=== block 1 ===
### config.mk
export PLATFORM = sky130hd
export DESIGN_NAME = reaction_game_ctrl
export DESIGN_NICKNAME = d
export VERILOG_FILES = /design/src/rtl/reaction_game_ctrl.sv
export SDC_FILE = /design/constraint.sdc
export NUM_CORES = 1
export LEC_CHECK = 0
export ABC_CLOCK_PERIOD_IN_PS = 5500
export CAP_MARGIN = 5
export CORE_MARGIN = 2
export CORE_UTILIZATION = 58
export CTS_CLUSTER_SIZE = 16
export DETAILED_ROUTE_END_ITERATION = 16
export GPL_TIMING_DRIVEN = 0
export PLACE_DENSITY = 0.82
export SLEW_MARGIN = 10
export SYNTH_ARGS = -nofsm -noshare
export SYNTH_HDL_FRONTEND = slang
export SYNTH_SLANG_ARGS = --single-unit
### constraint.sdc
create_clock -name clk -period 5.5 [get_ports clk]
set_input_delay 1.65 -clock clk [delete_from_list [all_inputs] [get_ports clk]]
set_output_delay 1.65 -clock clk [all_outputs]
set_load 0.005 [all_outputs]
### src/rtl/reaction_game_ctrl.sv
// Multi-round reaction game controller: difficulty select, target reveal, timed
// count-up and per-round scoring with running total and best (smallest) diff.
module reaction_game_ctrl #(
    parameter int NUM_W      = 14,
    parameter int LED_N      = 16,
    parameter int TICKS_EASY = 1000000,
    parameter int TICKS_REG  = 200000,
    parameter int TICKS_HARD = 100000,
    parameter int BAND       = 30,
    parameter int ROUNDS     = 3
) (
    input  logic               clk,
    input  logic               rst,
    input  logic               btnU,
    input  logic               btnD,
    input  logic               btnS,
    input  logic [NUM_W-1:0]   rand_val,
    output logic [1:0]         select,
    output logic [1:0]         mode,
    output logic [NUM_W-1:0]   number,
    output logic [LED_N-1:0]   led,
    output logic [3:0]         round,
    output logic [NUM_W+3:0]   total_score,
    output logic [NUM_W-1:0]   best_score
);
    localparam int T_MAX12 = (TICKS_EASY > TICKS_REG) ? TICKS_EASY : TICKS_REG;
    localparam int T_MAX   = (T_MAX12 > TICKS_HARD) ? T_MAX12 : TICKS_HARD;
    localparam int TICK_W  = (T_MAX > 1) ? $clog2(T_MAX) : 1;

    typedef enum logic [1:0] {
        ST_SETUP = 2'd0,
        ST_SHOW  = 2'd1,
        ST_COUNT = 2'd2,
        ST_SCORE = 2'd3
    } state_t;

    state_t            r_state, w_state_next;
    logic [1:0]        r_mode, w_mode_next;
    logic [NUM_W-1:0]  r_number, w_number_next;
    logic [NUM_W-1:0]  r_target, w_target_next;
    logic [NUM_W-1:0]  r_diff, w_diff_next;
    logic [NUM_W-1:0]  r_best, w_best_next;
    logic [TICK_W-1:0] r_tick, w_tick_next;
    logic [LED_N-1:0]  r_led, w_led_next;
    logic [3:0]        r_round, w_round_next;
    logic [NUM_W+3:0]  r_total, w_total_next;
    logic              r_score_pend, w_score_pend_next;
    logic              r_btnU_q, r_btnD_q, r_btnS_q;

    logic              w_press_u, w_press_d, w_press_s;
    logic [TICK_W-1:0] w_tick_last;
    logic [NUM_W-1:0]  w_number_inc;
    logic [NUM_W-1:0]  w_diff_now;
    logic [NUM_W+4:0]  w_sum;
    logic [NUM_W+3:0]  w_total_sat;
    logic [LED_N-1:0]  w_led_band;

    assign w_press_u = btnU & ~r_btnU_q;
    assign w_press_d = btnD & ~r_btnD_q;
    assign w_press_s = btnS & ~r_btnS_q;

    always_comb begin
        case (r_mode)
            2'd0:    w_tick_last = TICK_W'(TICKS_EASY - 1);
            2'd1:    w_tick_last = TICK_W'(TICKS_REG - 1);
            default: w_tick_last = TICK_W'(TICKS_HARD - 1);
        endcase
    end

    assign w_number_inc = (&r_number) ? r_number : r_number + NUM_W'(1);
    assign w_diff_now   = (r_number >= r_target) ? (r_number - r_target)
                                                 : (r_target - r_number);
    assign w_sum        = {1'b0, r_total} + {5'd0, r_diff};
    assign w_total_sat  = w_sum[NUM_W+4] ? '1 : w_sum[NUM_W+3:0];

    // LED gi stays lit when floor(diff/BAND) <= gi, i.e. diff < BAND*(gi+1).
    generate
        for (genvar gi = 0; gi < LED_N; gi++) begin : g_band
            localparam logic [31:0] LIMIT = 32'(BAND * (gi + 1));
            assign w_led_band[gi] = (32'(r_diff) < LIMIT);
        end
    endgenerate

    always_comb begin
        w_state_next      = r_state;
        w_mode_next       = r_mode;
        w_number_next     = r_number;
        w_target_next     = r_target;
        w_diff_next       = r_diff;
        w_best_next       = r_best;
        w_tick_next       = r_tick;
        w_led_next        = r_led;
        w_round_next      = r_round;
        w_total_next      = r_total;
        w_score_pend_next = r_score_pend;

        case (r_state)
            ST_SETUP: begin
                if (w_press_u && !w_press_d && (r_mode != 2'd2)) begin
                    w_mode_next = r_mode + 2'd1;
                end else if (w_press_d && !w_press_u && (r_mode != 2'd0)) begin
                    w_mode_next = r_mode - 2'd1;
                end
                if (w_press_s) begin
                    w_target_next = rand_val;
                    w_number_next = rand_val;
                    w_total_next  = '0;
                    w_round_next  = '0;
                    w_led_next    = '0;
                    w_state_next  = ST_SHOW;
                end
            end
            ST_SHOW: begin
                if (w_press_s) begin
                    w_number_next = '0;
                    w_tick_next   = '0;
                    w_state_next  = ST_COUNT;
                end
            end
            ST_COUNT: begin
                // A stop press wins over a count step landing on the same edge.
                if (w_press_s) begin
                    w_diff_next       = w_diff_now;
                    w_score_pend_next = 1'b1;
                    w_state_next      = ST_SCORE;
                end else if (r_tick == w_tick_last) begin
                    w_tick_next   = '0;
                    w_number_next = w_number_inc;
                end else begin
                    w_tick_next = r_tick + TICK_W'(1);
                end
            end
            ST_SCORE: begin
                if (r_score_pend) begin
                    w_led_next        = w_led_band;
                    w_total_next      = w_total_sat;
                    w_round_next      = r_round + 4'd1;
                    w_score_pend_next = 1'b0;
                    if (r_diff < r_best) begin
                        w_best_next = r_diff;
                    end
                end else if (w_press_s) begin
                    if (r_round < 4'(ROUNDS)) begin
                        w_target_next = rand_val;
                        w_number_next = rand_val;
                        w_led_next    = '0;
                        w_state_next  = ST_SHOW;
                    end else begin
                        w_number_next = '0;
                        w_state_next  = ST_SETUP;
                    end
                end
            end
            default: w_state_next = ST_SETUP;
        endcase
    end

    always_ff @(posedge clk or posedge rst) begin
        if (rst) begin
            r_state <= ST_SETUP;
        end else begin
            r_state <= w_state_next;
        end
    end

    always_ff @(posedge clk or posedge rst) begin
        if (rst) begin
            r_mode       <= 2'd1;
            r_number     <= '0;
            r_target     <= '0;
            r_diff       <= '0;
            r_best       <= '1;
            r_tick       <= '0;
            r_led        <= '0;
            r_round      <= '0;
            r_total      <= '0;
            r_score_pend <= 1'b0;
            r_btnU_q     <= 1'b0;
            r_btnD_q     <= 1'b0;
            r_btnS_q     <= 1'b0;
        end else begin
            r_mode       <= w_mode_next;
            r_number     <= w_number_next;
            r_target     <= w_target_next;
            r_diff       <= w_diff_next;
            r_best       <= w_best_next;
            r_tick       <= w_tick_next;
            r_led        <= w_led_next;
            r_round      <= w_round_next;
            r_total      <= w_total_next;
            r_score_pend <= w_score_pend_next;
            r_btnU_q     <= btnU;
            r_btnD_q     <= btnD;
            r_btnS_q     <= btnS;
        end
    end

    assign select      = r_state;
    assign mode        = r_mode;
    assign number      = r_number;
    assign led         = r_led;
    assign round       = r_round;
    assign total_score = r_total;
    assign best_score  = r_best;

endmodule

=== block 2 ===
--- src/rtl/chiplib_riscv_plic_pkg.sv ---
// Shared PLIC definitions.
//   plic_claim_state_e : claim/complete controller state (SETTLE, READY).
//   PlicNoIrq          : the reserved "no interrupt" ID returned by an empty claim.
package chiplib_riscv_plic_pkg;

  typedef enum logic {
    SETTLE = 1'b0,
    READY  = 1'b1
  } plic_claim_state_e;

  localparam int unsigned PlicNoIrq = 0;

endpackage : chiplib_riscv_plic_pkg

--- src/rtl/chiplib_riscv_plic_claim_ctrl.sv ---
// Per-target PLIC claim/complete controller.
//
// Sequences hart claims and completions against the target's pipelined
// priority arbiter. It drives the gateway pending-clear (gw_claim) and
// re-arm (gw_cmpl) pulses. It also holds the target interrupt low while the
// arbiter output is stale, so a hart never claims an ID that was already
// cleared or reconfigured.
//
// Ports
//   clk, rst_n        clock, synchronous active-low reset
//   arb_irq           arbiter grant-valid
//   arb_claim_id      arbiter winning ID
//   cfg_chg           pulse: enable/threshold/priority of this target written
//   claim_valid       claim read request (held until claim_ready)
//   claim_ready       claim accepted this cycle
//   claim_rsp_valid   one-cycle claim response, cycle after accept
//   claim_rsp_id      claimed ID, or 0
//   cmpl_valid        completion write, always accepted
//   cmpl_id           completed ID
//   gw_claim/_id      pulse: gateway clears pending of gw_claim_id
//   gw_cmpl/_id       pulse: gateway re-arms gw_cmpl_id
//   irq_out           external interrupt line to the hart
//   dbg_state         current controller state
//
// Handshake: a claim transfers in a cycle where claim_valid && claim_ready.
// The requester keeps claim_valid high until then. claim_ready is only ever
// high in READY and never depends on claim_ready itself. The response
// appears exactly one cycle after the transfer.
module chiplib_riscv_plic_claim_ctrl
  import chiplib_riscv_plic_pkg::*;
#(
  parameter  int unsigned NumSources   = 100,
  parameter  int unsigned SettleCycles = 3,
  localparam int unsigned IdWidth      = $clog2(NumSources)
) (
  input  logic               clk,
  input  logic               rst_n,
  input  logic               arb_irq,
  input  logic [IdWidth-1:0] arb_claim_id,
  input  logic               cfg_chg,
  input  logic               claim_valid,
  output logic               claim_ready,
  output logic               claim_rsp_valid,
  output logic [IdWidth-1:0] claim_rsp_id,
  input  logic               cmpl_valid,
  input  logic [IdWidth-1:0] cmpl_id,
  output logic               gw_claim,
  output logic [IdWidth-1:0] gw_claim_id,
  output logic               gw_cmpl,
  output logic [IdWidth-1:0] gw_cmpl_id,
  output logic               irq_out,
  output plic_claim_state_e  dbg_state
);

  localparam int unsigned      CntWidth = $clog2(SettleCycles + 1);
  localparam logic [IdWidth:0] NumSrcW  = (IdWidth + 1)'(NumSources);
  localparam logic [IdWidth-1:0] NoIrq  = IdWidth'(PlicNoIrq);

  plic_claim_state_e      state_q;
  logic [CntWidth-1:0]    cnt_q;
  logic [NumSources-1:0]  claimed_q;
  logic [NumSources-1:0]  claimed_d;

  logic                   rsp_valid_q;
  logic [IdWidth-1:0]     rsp_id_q;
  logic                   gw_claim_q;
  logic [IdWidth-1:0]     gw_claim_id_q;
  logic                   gw_cmpl_q;
  logic [IdWidth-1:0]     gw_cmpl_id_q;

  // Holds a re-arm that must trail a same-cycle claim pulse of the same ID.
  logic                   defer_q;
  logic [IdWidth-1:0]     defer_id_q;

  logic                   claim_acc;
  logic [IdWidth-1:0]     claim_id;
  logic                   claim_nz;
  logic                   cmpl_in_range;
  logic                   cmpl_hit;
  logic                   same_id;
  logic                   cmpl_direct;
  logic                   restart;

  always_comb begin
    claim_acc     = (state_q == READY) && claim_valid;
    claim_id      = arb_irq ? arb_claim_id : NoIrq;
    claim_nz      = claim_acc && (claim_id != NoIrq);
    // Out-of-range and ID-0 completions never touch the bitmap.
    cmpl_in_range = ({1'b0, cmpl_id} < NumSrcW) && (cmpl_id != NoIrq);
    cmpl_hit      = cmpl_valid && cmpl_in_range && claimed_q[cmpl_id];
    // Completing the ID being claimed this cycle retires the earlier claim;
    // its re-arm must follow the new claim's pending-clear.
    same_id       = claim_nz && cmpl_hit && (claim_id == cmpl_id);
    cmpl_direct   = cmpl_hit && !same_id;
    restart       = cfg_chg || claim_nz || cmpl_hit;

    claimed_d = claimed_q;
    if (cmpl_hit) claimed_d[cmpl_id] = 1'b0;
    // Set after clear so a same-ID claim/complete leaves the bit set.
    if (claim_nz) claimed_d[claim_id] = 1'b1;
    claimed_d[0] = 1'b0;
  end

  // Settle counter and FSM. cnt_q is non-zero exactly while in SETTLE.
  always_ff @(posedge clk) begin
    if (!rst_n) begin
      state_q <= SETTLE;
      cnt_q   <= CntWidth'(SettleCycles);
    end else if (restart) begin
      state_q <= SETTLE;
      cnt_q   <= CntWidth'(SettleCycles);
    end else if (state_q == SETTLE) begin
      if (cnt_q == CntWidth'(1)) begin
        state_q <= READY;
        cnt_q   <= '0;
      end else begin
        cnt_q <= cnt_q - CntWidth'(1);
      end
    end
  end

  always_ff @(posedge clk) begin
    if (!rst_n) begin
      claimed_q     <= '0;
      rsp_valid_q   <= 1'b0;
      rsp_id_q      <= '0;
      gw_claim_q    <= 1'b0;
      gw_claim_id_q <= '0;
      gw_cmpl_q     <= 1'b0;
      gw_cmpl_id_q  <= '0;
      defer_q       <= 1'b0;
      defer_id_q    <= '0;
    end else begin
      claimed_q     <= claimed_d;
      rsp_valid_q   <= claim_acc;
      rsp_id_q      <= claim_acc ? claim_id : NoIrq;
      gw_claim_q    <= claim_nz;
      gw_claim_id_q <= claim_nz ? claim_id : NoIrq;
      // One-deep re-arm queue: a deferred re-arm goes out first and any
      // completion arriving in the same cycle takes its slot.
      if (defer_q) begin
        gw_cmpl_q    <= 1'b1;
        gw_cmpl_id_q <= defer_id_q;
        defer_q      <= cmpl_hit;
        defer_id_q   <= cmpl_hit ? cmpl_id : NoIrq;
      end else begin
        gw_cmpl_q    <= cmpl_direct;
        gw_cmpl_id_q <= cmpl_direct ? cmpl_id : NoIrq;
        defer_q      <= same_id;
        defer_id_q   <= same_id ? cmpl_id : NoIrq;
      end
    end
  end

  assign claim_ready     = claim_acc;
  assign claim_rsp_valid = rsp_valid_q;
  assign claim_rsp_id    = rsp_id_q;
  assign gw_claim        = gw_claim_q;
  assign gw_claim_id     = gw_claim_id_q;
  assign gw_cmpl         = gw_cmpl_q;
  assign gw_cmpl_id      = gw_cmpl_id_q;
  assign irq_out         = (state_q == READY) && arb_irq && (arb_claim_id != NoIrq);
  assign dbg_state       = state_q;

endmodule : chiplib_riscv_plic_claim_ctrl

--- config.mk ---
export PLATFORM = sky130hd
export DESIGN_NAME = chiplib_riscv_plic_claim_ctrl
export DESIGN_NICKNAME = d
export VERILOG_FILES = /design/src/rtl/chiplib_riscv_plic_pkg.sv /design/src/rtl/chiplib_riscv_plic_claim_ctrl.sv
export SDC_FILE = /design/constraint.sdc
export NUM_CORES = 1
export LEC_CHECK = 0
export ABC_CLOCK_PERIOD_IN_PS = 3540
export CORE_MARGIN = 1.5
export CORE_UTILIZATION = 35
export CTS_CLUSTER_SIZE = 24
export DETAILED_ROUTE_END_ITERATION = 6
export MAX_ROUTING_LAYER = met4
export PLACE_DENSITY = 0.49
export SETUP_SLACK_MARGIN = 0.15
export SLEW_MARGIN = 20
export SYNTH_ARGS = -nofsm -noshare
export SYNTH_HDL_FRONTEND = slang
export SYNTH_SLANG_ARGS = --single-unit
--- constraint.sdc ---
create_clock -name clk -period 3.54 [get_ports clk]
set_input_delay 0.531 -clock clk [delete_from_list [all_inputs] [get_ports clk]]
set_output_delay 0.531 -clock clk [all_outputs]
set_load 0.02 [all_outputs]
=== block 3 ===
--- src/rtl/hazard_pkg.sv ---
// Shared types and decode constants for the MIPS hazard/flush sequencer.
package hazard_pkg;

  typedef enum logic [1:0] {
    ST_RUN      = 2'd0,
    ST_MD_BUSY  = 2'd1,
    ST_INT      = 2'd2,
    ST_INT_MASK = 2'd3
  } state_t;

  localparam int unsigned CNT_W = 4;

  localparam logic [5:0] OP_SPECIAL = 6'h00;
  localparam logic [5:0] OP_LW      = 6'h23;
  localparam logic [5:0] FN_MFHI    = 6'h10;
  localparam logic [5:0] FN_MFLO    = 6'h12;
  localparam logic [5:0] FN_MULT    = 6'h18;
  localparam logic [5:0] FN_MULTU   = 6'h19;
  localparam logic [5:0] FN_DIV     = 6'h1A;
  localparam logic [5:0] FN_DIVU    = 6'h1B;

  localparam logic [31:0] ERET_WORD = 32'h42000018;

  // True for SPECIAL instructions that touch HI/LO and must wait for the mult/div unit.
  function automatic logic is_md_dep(input logic [31:0] instr);
    logic [5:0] fn;
    fn = instr[5:0];
    return (instr[31:26] == OP_SPECIAL) &&
           ((fn == FN_MFHI) || (fn == FN_MFLO) || (fn == FN_MULT) ||
            (fn == FN_MULTU) || (fn == FN_DIV) || (fn == FN_DIVU));
  endfunction

endpackage

--- src/rtl/md_busy_cnt.sv ---
// Mult/div occupancy down-counter: load on issue, decrement while busy, flag zero.
module md_busy_cnt
  import hazard_pkg::*;
(
  input  logic             clk,
  input  logic             reset,
  input  logic             load,
  input  logic [CNT_W-1:0] load_val,
  input  logic             dec,
  output logic [CNT_W-1:0] cnt,
  output logic             zero_c
);

  // Saturates at zero so a stray decrement can never wrap.
  always_ff @(posedge clk or negedge reset) begin
    if (!reset) begin
      cnt <= '0;
    end else if (load) begin
      cnt <= load_val;
    end else if (dec && (cnt != '0)) begin
      cnt <= cnt - CNT_W'(1);
    end
  end

  assign zero_c = (cnt == '0);

endmodule

--- src/rtl/hazard_seq_ctrl.sv ---
// Hazard/flush sequencer: load-use bubbles, mult/div holds, interrupt flush and masking.
// Interrupt sequencing (INT, INT_MASK) is only built when HAZ_INT_CTRL_EN is defined.
module hazard_seq_ctrl
  import hazard_pkg::*;
#(
  parameter int unsigned MULT_CYCLES = 5,
  parameter int unsigned DIV_CYCLES  = 10
) (
  input  logic        clk,
  input  logic        reset,
  input  logic [31:0] instrD,
  input  logic [31:0] instrE,
  input  logic        md_startE,
  input  logic        md_divE,
  input  logic        irq,
  output logic        stallF,
  output logic        stallD,
  output logic        clrE,
  output logic        intclr,
  output logic        epc_we,
  output logic        md_busy
);

  state_t           state, state_n;
  logic             cnt_load, cnt_dec, cnt_zero;
  logic [CNT_W-1:0] cnt, cnt_init;
  logic [4:0]       rtE;
  logic             load_use, md_dep, hz, in_int;

  // Load-use: lw in EX writing a register that ID reads; a nop never hazards.
  assign rtE      = instrE[20:16];
  assign load_use = (instrE[31:26] == OP_LW) && (rtE != 5'd0) && (instrD != 32'd0) &&
                    ((rtE == instrD[25:21]) || (rtE == instrD[20:16]));
  assign md_dep   = is_md_dep(instrD);
  assign cnt_init = CNT_W'((md_divE ? DIV_CYCLES : MULT_CYCLES) - 32'd2);

`ifdef HAZ_INT_CTRL_EN
  logic unused_instrE;
  assign unused_instrE = ^{instrE[25:21], instrE[15:0]};
`else
  logic unused_inputs;
  assign unused_inputs = ^{instrE[25:21], instrE[15:0], irq};
`endif

  md_busy_cnt u_md_busy_cnt (
    .clk      (clk),
    .reset    (reset),
    .load     (cnt_load),
    .load_val (cnt_init),
    .dec      (cnt_dec),
    .cnt      (cnt),
    .zero_c   (cnt_zero)
  );

  always_ff @(posedge clk or negedge reset) begin
    if (!reset) state <= ST_RUN;
    else        state <= state_n;
  end

  // Next state and per-state controls; mult/div issue outranks a pending irq.
  always_comb begin
    state_n  = state;
    cnt_load = 1'b0;
    cnt_dec  = 1'b0;
    md_busy  = 1'b0;
    intclr   = 1'b0;
    epc_we   = 1'b0;
    in_int   = 1'b0;
    case (state)
      ST_RUN: begin
        if (md_startE) begin
          cnt_load = 1'b1;
          state_n  = ST_MD_BUSY;
        end
`ifdef HAZ_INT_CTRL_EN
        else if (irq) begin
          state_n = ST_INT;
        end
`endif
      end
      ST_MD_BUSY: begin
        md_busy = 1'b1;
        if (cnt_zero) state_n = ST_RUN;
        else          cnt_dec = 1'b1;
      end
`ifdef HAZ_INT_CTRL_EN
      ST_INT: begin
        intclr  = 1'b1;
        epc_we  = 1'b1;
        in_int  = 1'b1;
        state_n = ST_INT_MASK;
      end
      ST_INT_MASK: begin
        if (instrD == ERET_WORD) state_n = ST_RUN;
      end
`endif
      default: state_n = ST_RUN;
    endcase
  end

  // Stall sources OR together; the flush cycle never holds the front end.
  assign hz     = load_use | (md_busy & md_dep);
  assign stallF = hz & ~in_int;
  assign stallD = hz & ~in_int;
  assign clrE   = hz;

endmodule

--- config.mk ---
export PLATFORM = sky130hd
export DESIGN_NAME = hazard_seq_ctrl
export DESIGN_NICKNAME = d
export VERILOG_FILES = /design/src/rtl/hazard_pkg.sv /design/src/rtl/md_busy_cnt.sv /design/src/rtl/hazard_seq_ctrl.sv
export SDC_FILE = /design/constraint.sdc
export NUM_CORES = 1
export LEC_CHECK = 0
export ABC_AREA = 1
export CAP_MARGIN = 20
export CORE_ASPECT_RATIO = 0.7
export CORE_MARGIN = 1.5
export CORE_UTILIZATION = 29
export CTS_BUF_LIST = sky130_fd_sc_hd__clkbuf_4
export DETAILED_ROUTE_END_ITERATION = 8
export PLACE_DENSITY_LB_ADDON = 0.25
export SETUP_SLACK_MARGIN = 0.02
export SLEW_MARGIN = 30
export SYNTH_ARGS = -nofsm -noshare
export SYNTH_HDL_FRONTEND = slang
export SYNTH_SLANG_ARGS = --single-unit
--- constraint.sdc ---
create_clock -name clk -period 1.55 [get_ports clk]
set_clock_uncertainty 0.05 [all_clocks]
set_input_delay 0.31 -clock clk [delete_from_list [all_inputs] [get_ports clk]]
set_output_delay 0.31 -clock clk [all_outputs]
set_load 0.005 [all_outputs]
==> block_3/clk_routes.png <==
The bar under the picture is 20 um long.
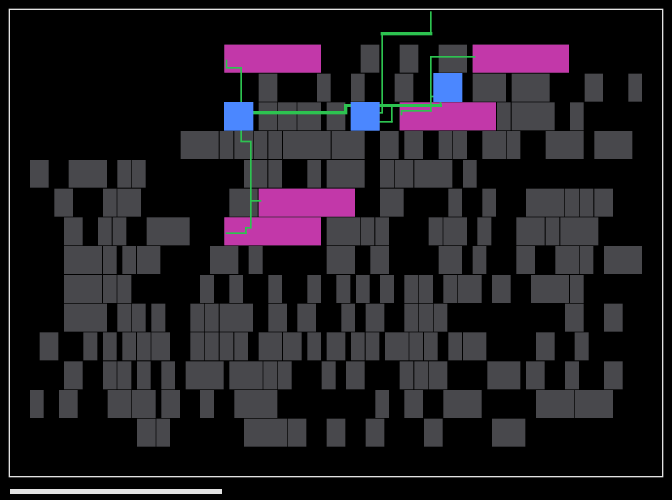
[green] clock wires | length: 77.7 um
[blue] clock drivers | count: 3
[magenta] flip-flops | count: 5
routed clock nets	4
Clock net power: 167 uW
clock network power share: 0.173
insertion delay to the later sink of the worst-skew pair: 240 ps

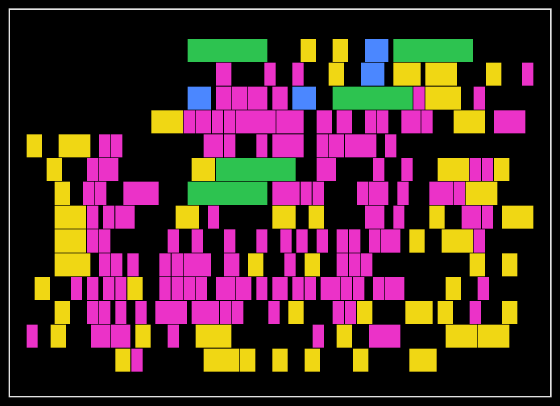
(block_3/placement_by_type.png)
color	class	cells
yellow	remaining buffers and delay cells	53
green	sequential cells	5
blue	clock drivers and dummy loads	4
magenta	combinational and other logic	123
Std-Cell Rows: 14
fraction of area in registers: 0.1089
share of the core filled with cells in the final layout: 0.5204

==> run notes, block 3 <==
Results of the implementation run.

Multi-input logic gates represent a cell area share of 0.4074. In the final layout, the share of cells above drive strength 1 is 0.3838. The mapped cell area came out at 698.2 sq um. The script extracted a total leakage power of 0.6604 nW. The number of filler cells placed in the layout is 260. In this run the standard cell core region covers 0.002207 sq mm. The worst register-to-register path ends at u_md_busy_cnt.cnt[3].

The largest registers in the layout are u_md_busy_cnt.cnt x4, state x1. The clock input transition at the sequential cells of the worst setup and hold paths came out at 40 ps. The number of max-slew violations in the final report is 0.

The minimum hold slack is 248.8 ps. The run finished with clean final reports. The number of clock sinks is 5. The adder-cell area share of the yosys netlist is 0.01792. The worst setup path is captured at a primary output.

The total I/O pin count is 75. The die outline area came out at 0.002715 sq mm. The synthesis-to-layout area growth is 64.52%.

The launching point of the worst reg2reg path is u_md_busy_cnt.cnt[0]. The effective utilization at floorplan came out at 0.3163. After layout, the worst setup slack is 28.55 ps. OpenSTA lists the critical path endpoint as clrE. In the synthesized netlist, the dominant kind of combinational cell is simple AND/OR/NAND/NOR gates. The total number of tap cells came out at 32.
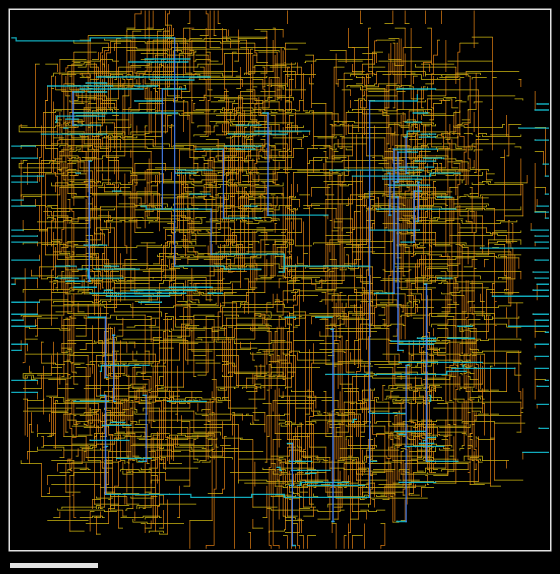
(block_1/wires.png)
The bar under the picture is 20 um long.
color	layer	wire length
cyan	metal 3	1,230 um
orange	metal 2	9,750 um
blue	metal 4	573 um
yellow	metal 1	9,160 um
total via count in the routed design: 7,446
average wire per standard cell: 16.78 um
total wirelength of the detailed-routed design: 20,710 um
all-layer global routing usage: 0.2889

==> run notes, block 1 <==
Results of the implementation run.

The flow ran to the end, and the final reports show no timing, DRC or antenna violations. The CTS tree is done. The total of hold buffers inserted after clock tree synthesis came out at 0. The fraction of final layout cells with drive strength greater than 1 is 0.07875.

Summed over all layers, the global routing overflow is 0. Along the worst path, the maximum fanout reaches 10. The layout buffer count excluding clock buffers came out at 130. The fraction of synthesized area in multiplexers came out at 0.03192. The adder-cell area share of the yosys netlist is 0.1092. The kind of cell adding the most delay to the critical path is simple AND/OR/NAND/NOR gates. The met3 layer usage reported by global route is 0.05204. The effective utilization at floorplan is 0.5890. The number of clock sinks is 122. Of the total power, combinational logic draws 0.539. Leaving out fill and tap cells, the most frequent cells in the layout are 115 x nand2_1, 107 x dfrtp_1, 92 x o21ai_0, 88 x clkdlybuf4s50_1, 73 x nor2_1.

The main area contributors are dfrtp_1 33%, ha_1 10%, o21ai_0 5.7%.
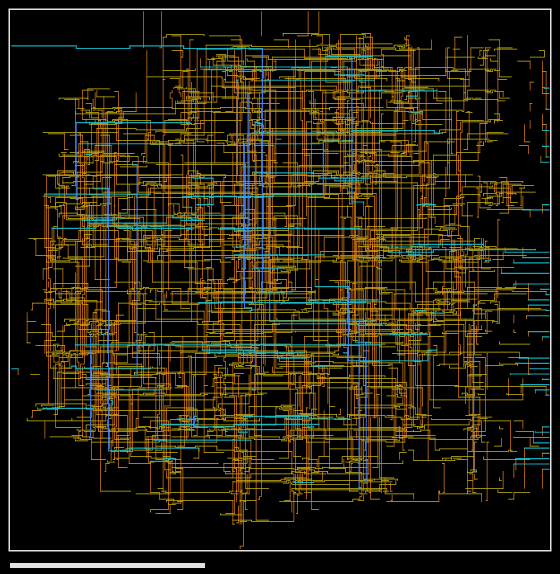
(block_2/wires.png)
The bar under the picture is 50 um long.
color	layer	wire length
cyan	metal 3	1,650 um
yellow	metal 1	9,520 um
orange	metal 2	10,000 um
blue	metal 4	715 um
all-layer global routing usage: 0.2369
total via count in the routed design: 6,110
total wirelength of the detailed-routed design: 21,880 um
average wire per standard cell: 21.60 um

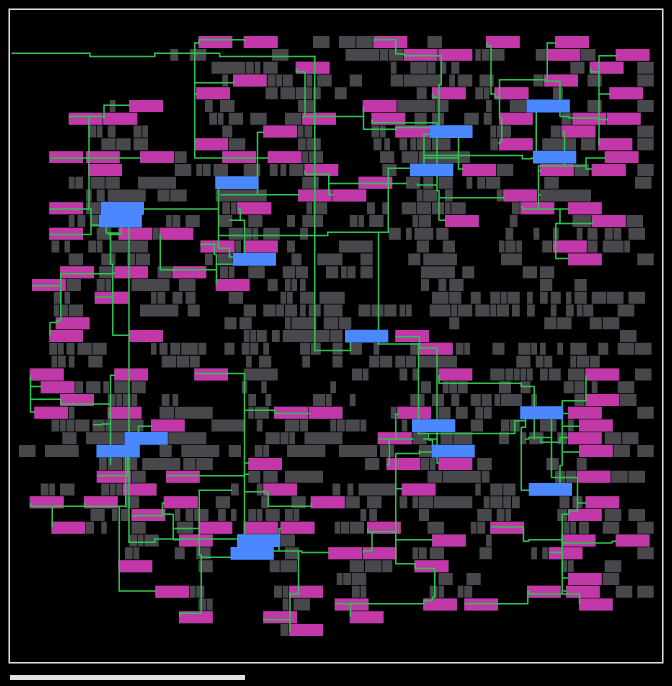
(block_2/clk_routes.png)
The bar under the picture is 50 um long.
[green] clock wires | length: 1,910 um
[magenta] flip-flops | count: 134
[blue] clock drivers | count: 17
flops lie	widely spread
routed clock nets	18
insertion delay to the later sink of the worst-skew pair: 430 ps
Clock net power: 1.83 mW
setup clock skew after layout: 15.72 ps
clock network power share: 0.505

==> run notes, block 2 <==
Results of the implementation run.

The layout buffer count excluding clock buffers is 106. Setup repair after global routing left no endpoint under its margin. The deepest clock path buffer count came out at 2. 47 I/O pins were placed. The mean post-synth cell area came out at 9.046 sq um. The summed standard-cell area reported by yosys is 0.006450 sq mm. The fraction of synthesized cell area in xor and xnor cells came out at 0.005432. Per the summary, power density relative to cell area is 449.7 mW/mm^2.

The flow ran to the end, and the final reports show no timing, DRC or antenna violations. Endpoints with negative setup slack in the final report add up to 0. By count the netlist is led by 134 x dfxtp_1, 117 x nand2_1, 90 x o21ai_0. The core area is 0.01802 sq mm.

Routing resource usage on met1 recorded by global route was 0.3029. STA classifies the critical path startpoint as a primary input. The adder-cell area share of the yosys netlist is 0.001940.

The depth of the worst hold-timing path came out at 1. Among all stages on the critical path, the maximum delay recorded is 490 ps. STA reports a reg2reg setup slack of 740 ps.

The post-DP HPWL is 14,480 um. The min-delay analysis places its worst path in the category reg2reg.

==> screenshots <==
Supply network.
Pins as bars on the die edge. Tap cells in gray.
shot_01.png
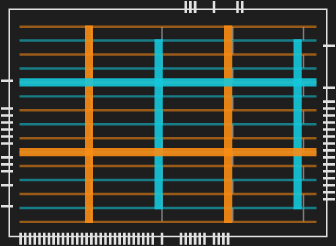
shot_02.png
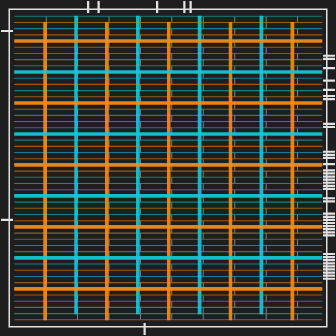
shot_03.png
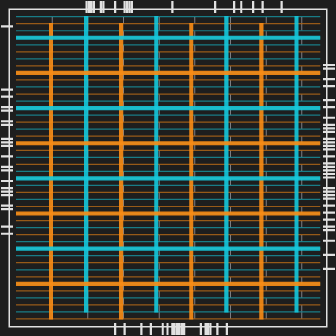
shot_03.png -> block 1
shot_02.png -> block 2
shot_01.png -> block 3



## Gallery

Routing congestion.
image #1
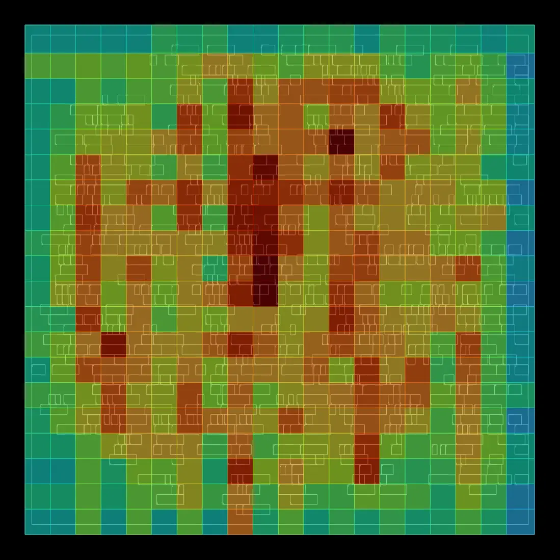
image #2
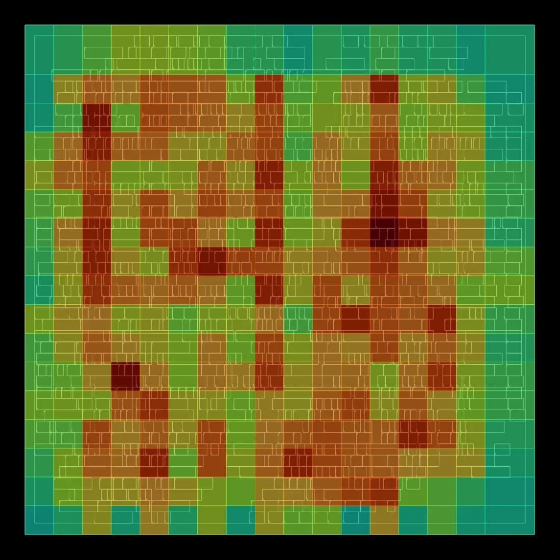
image #3
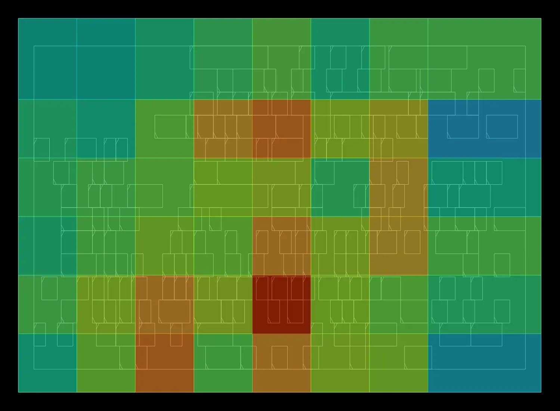
image #2: block 1
image #3: block 3
image #1: block 2
Of these, lowest track usage: image #3
Of these, highest utilization: image #2

Power figures rest on the tool's default switching activity, not on a simulated workload.
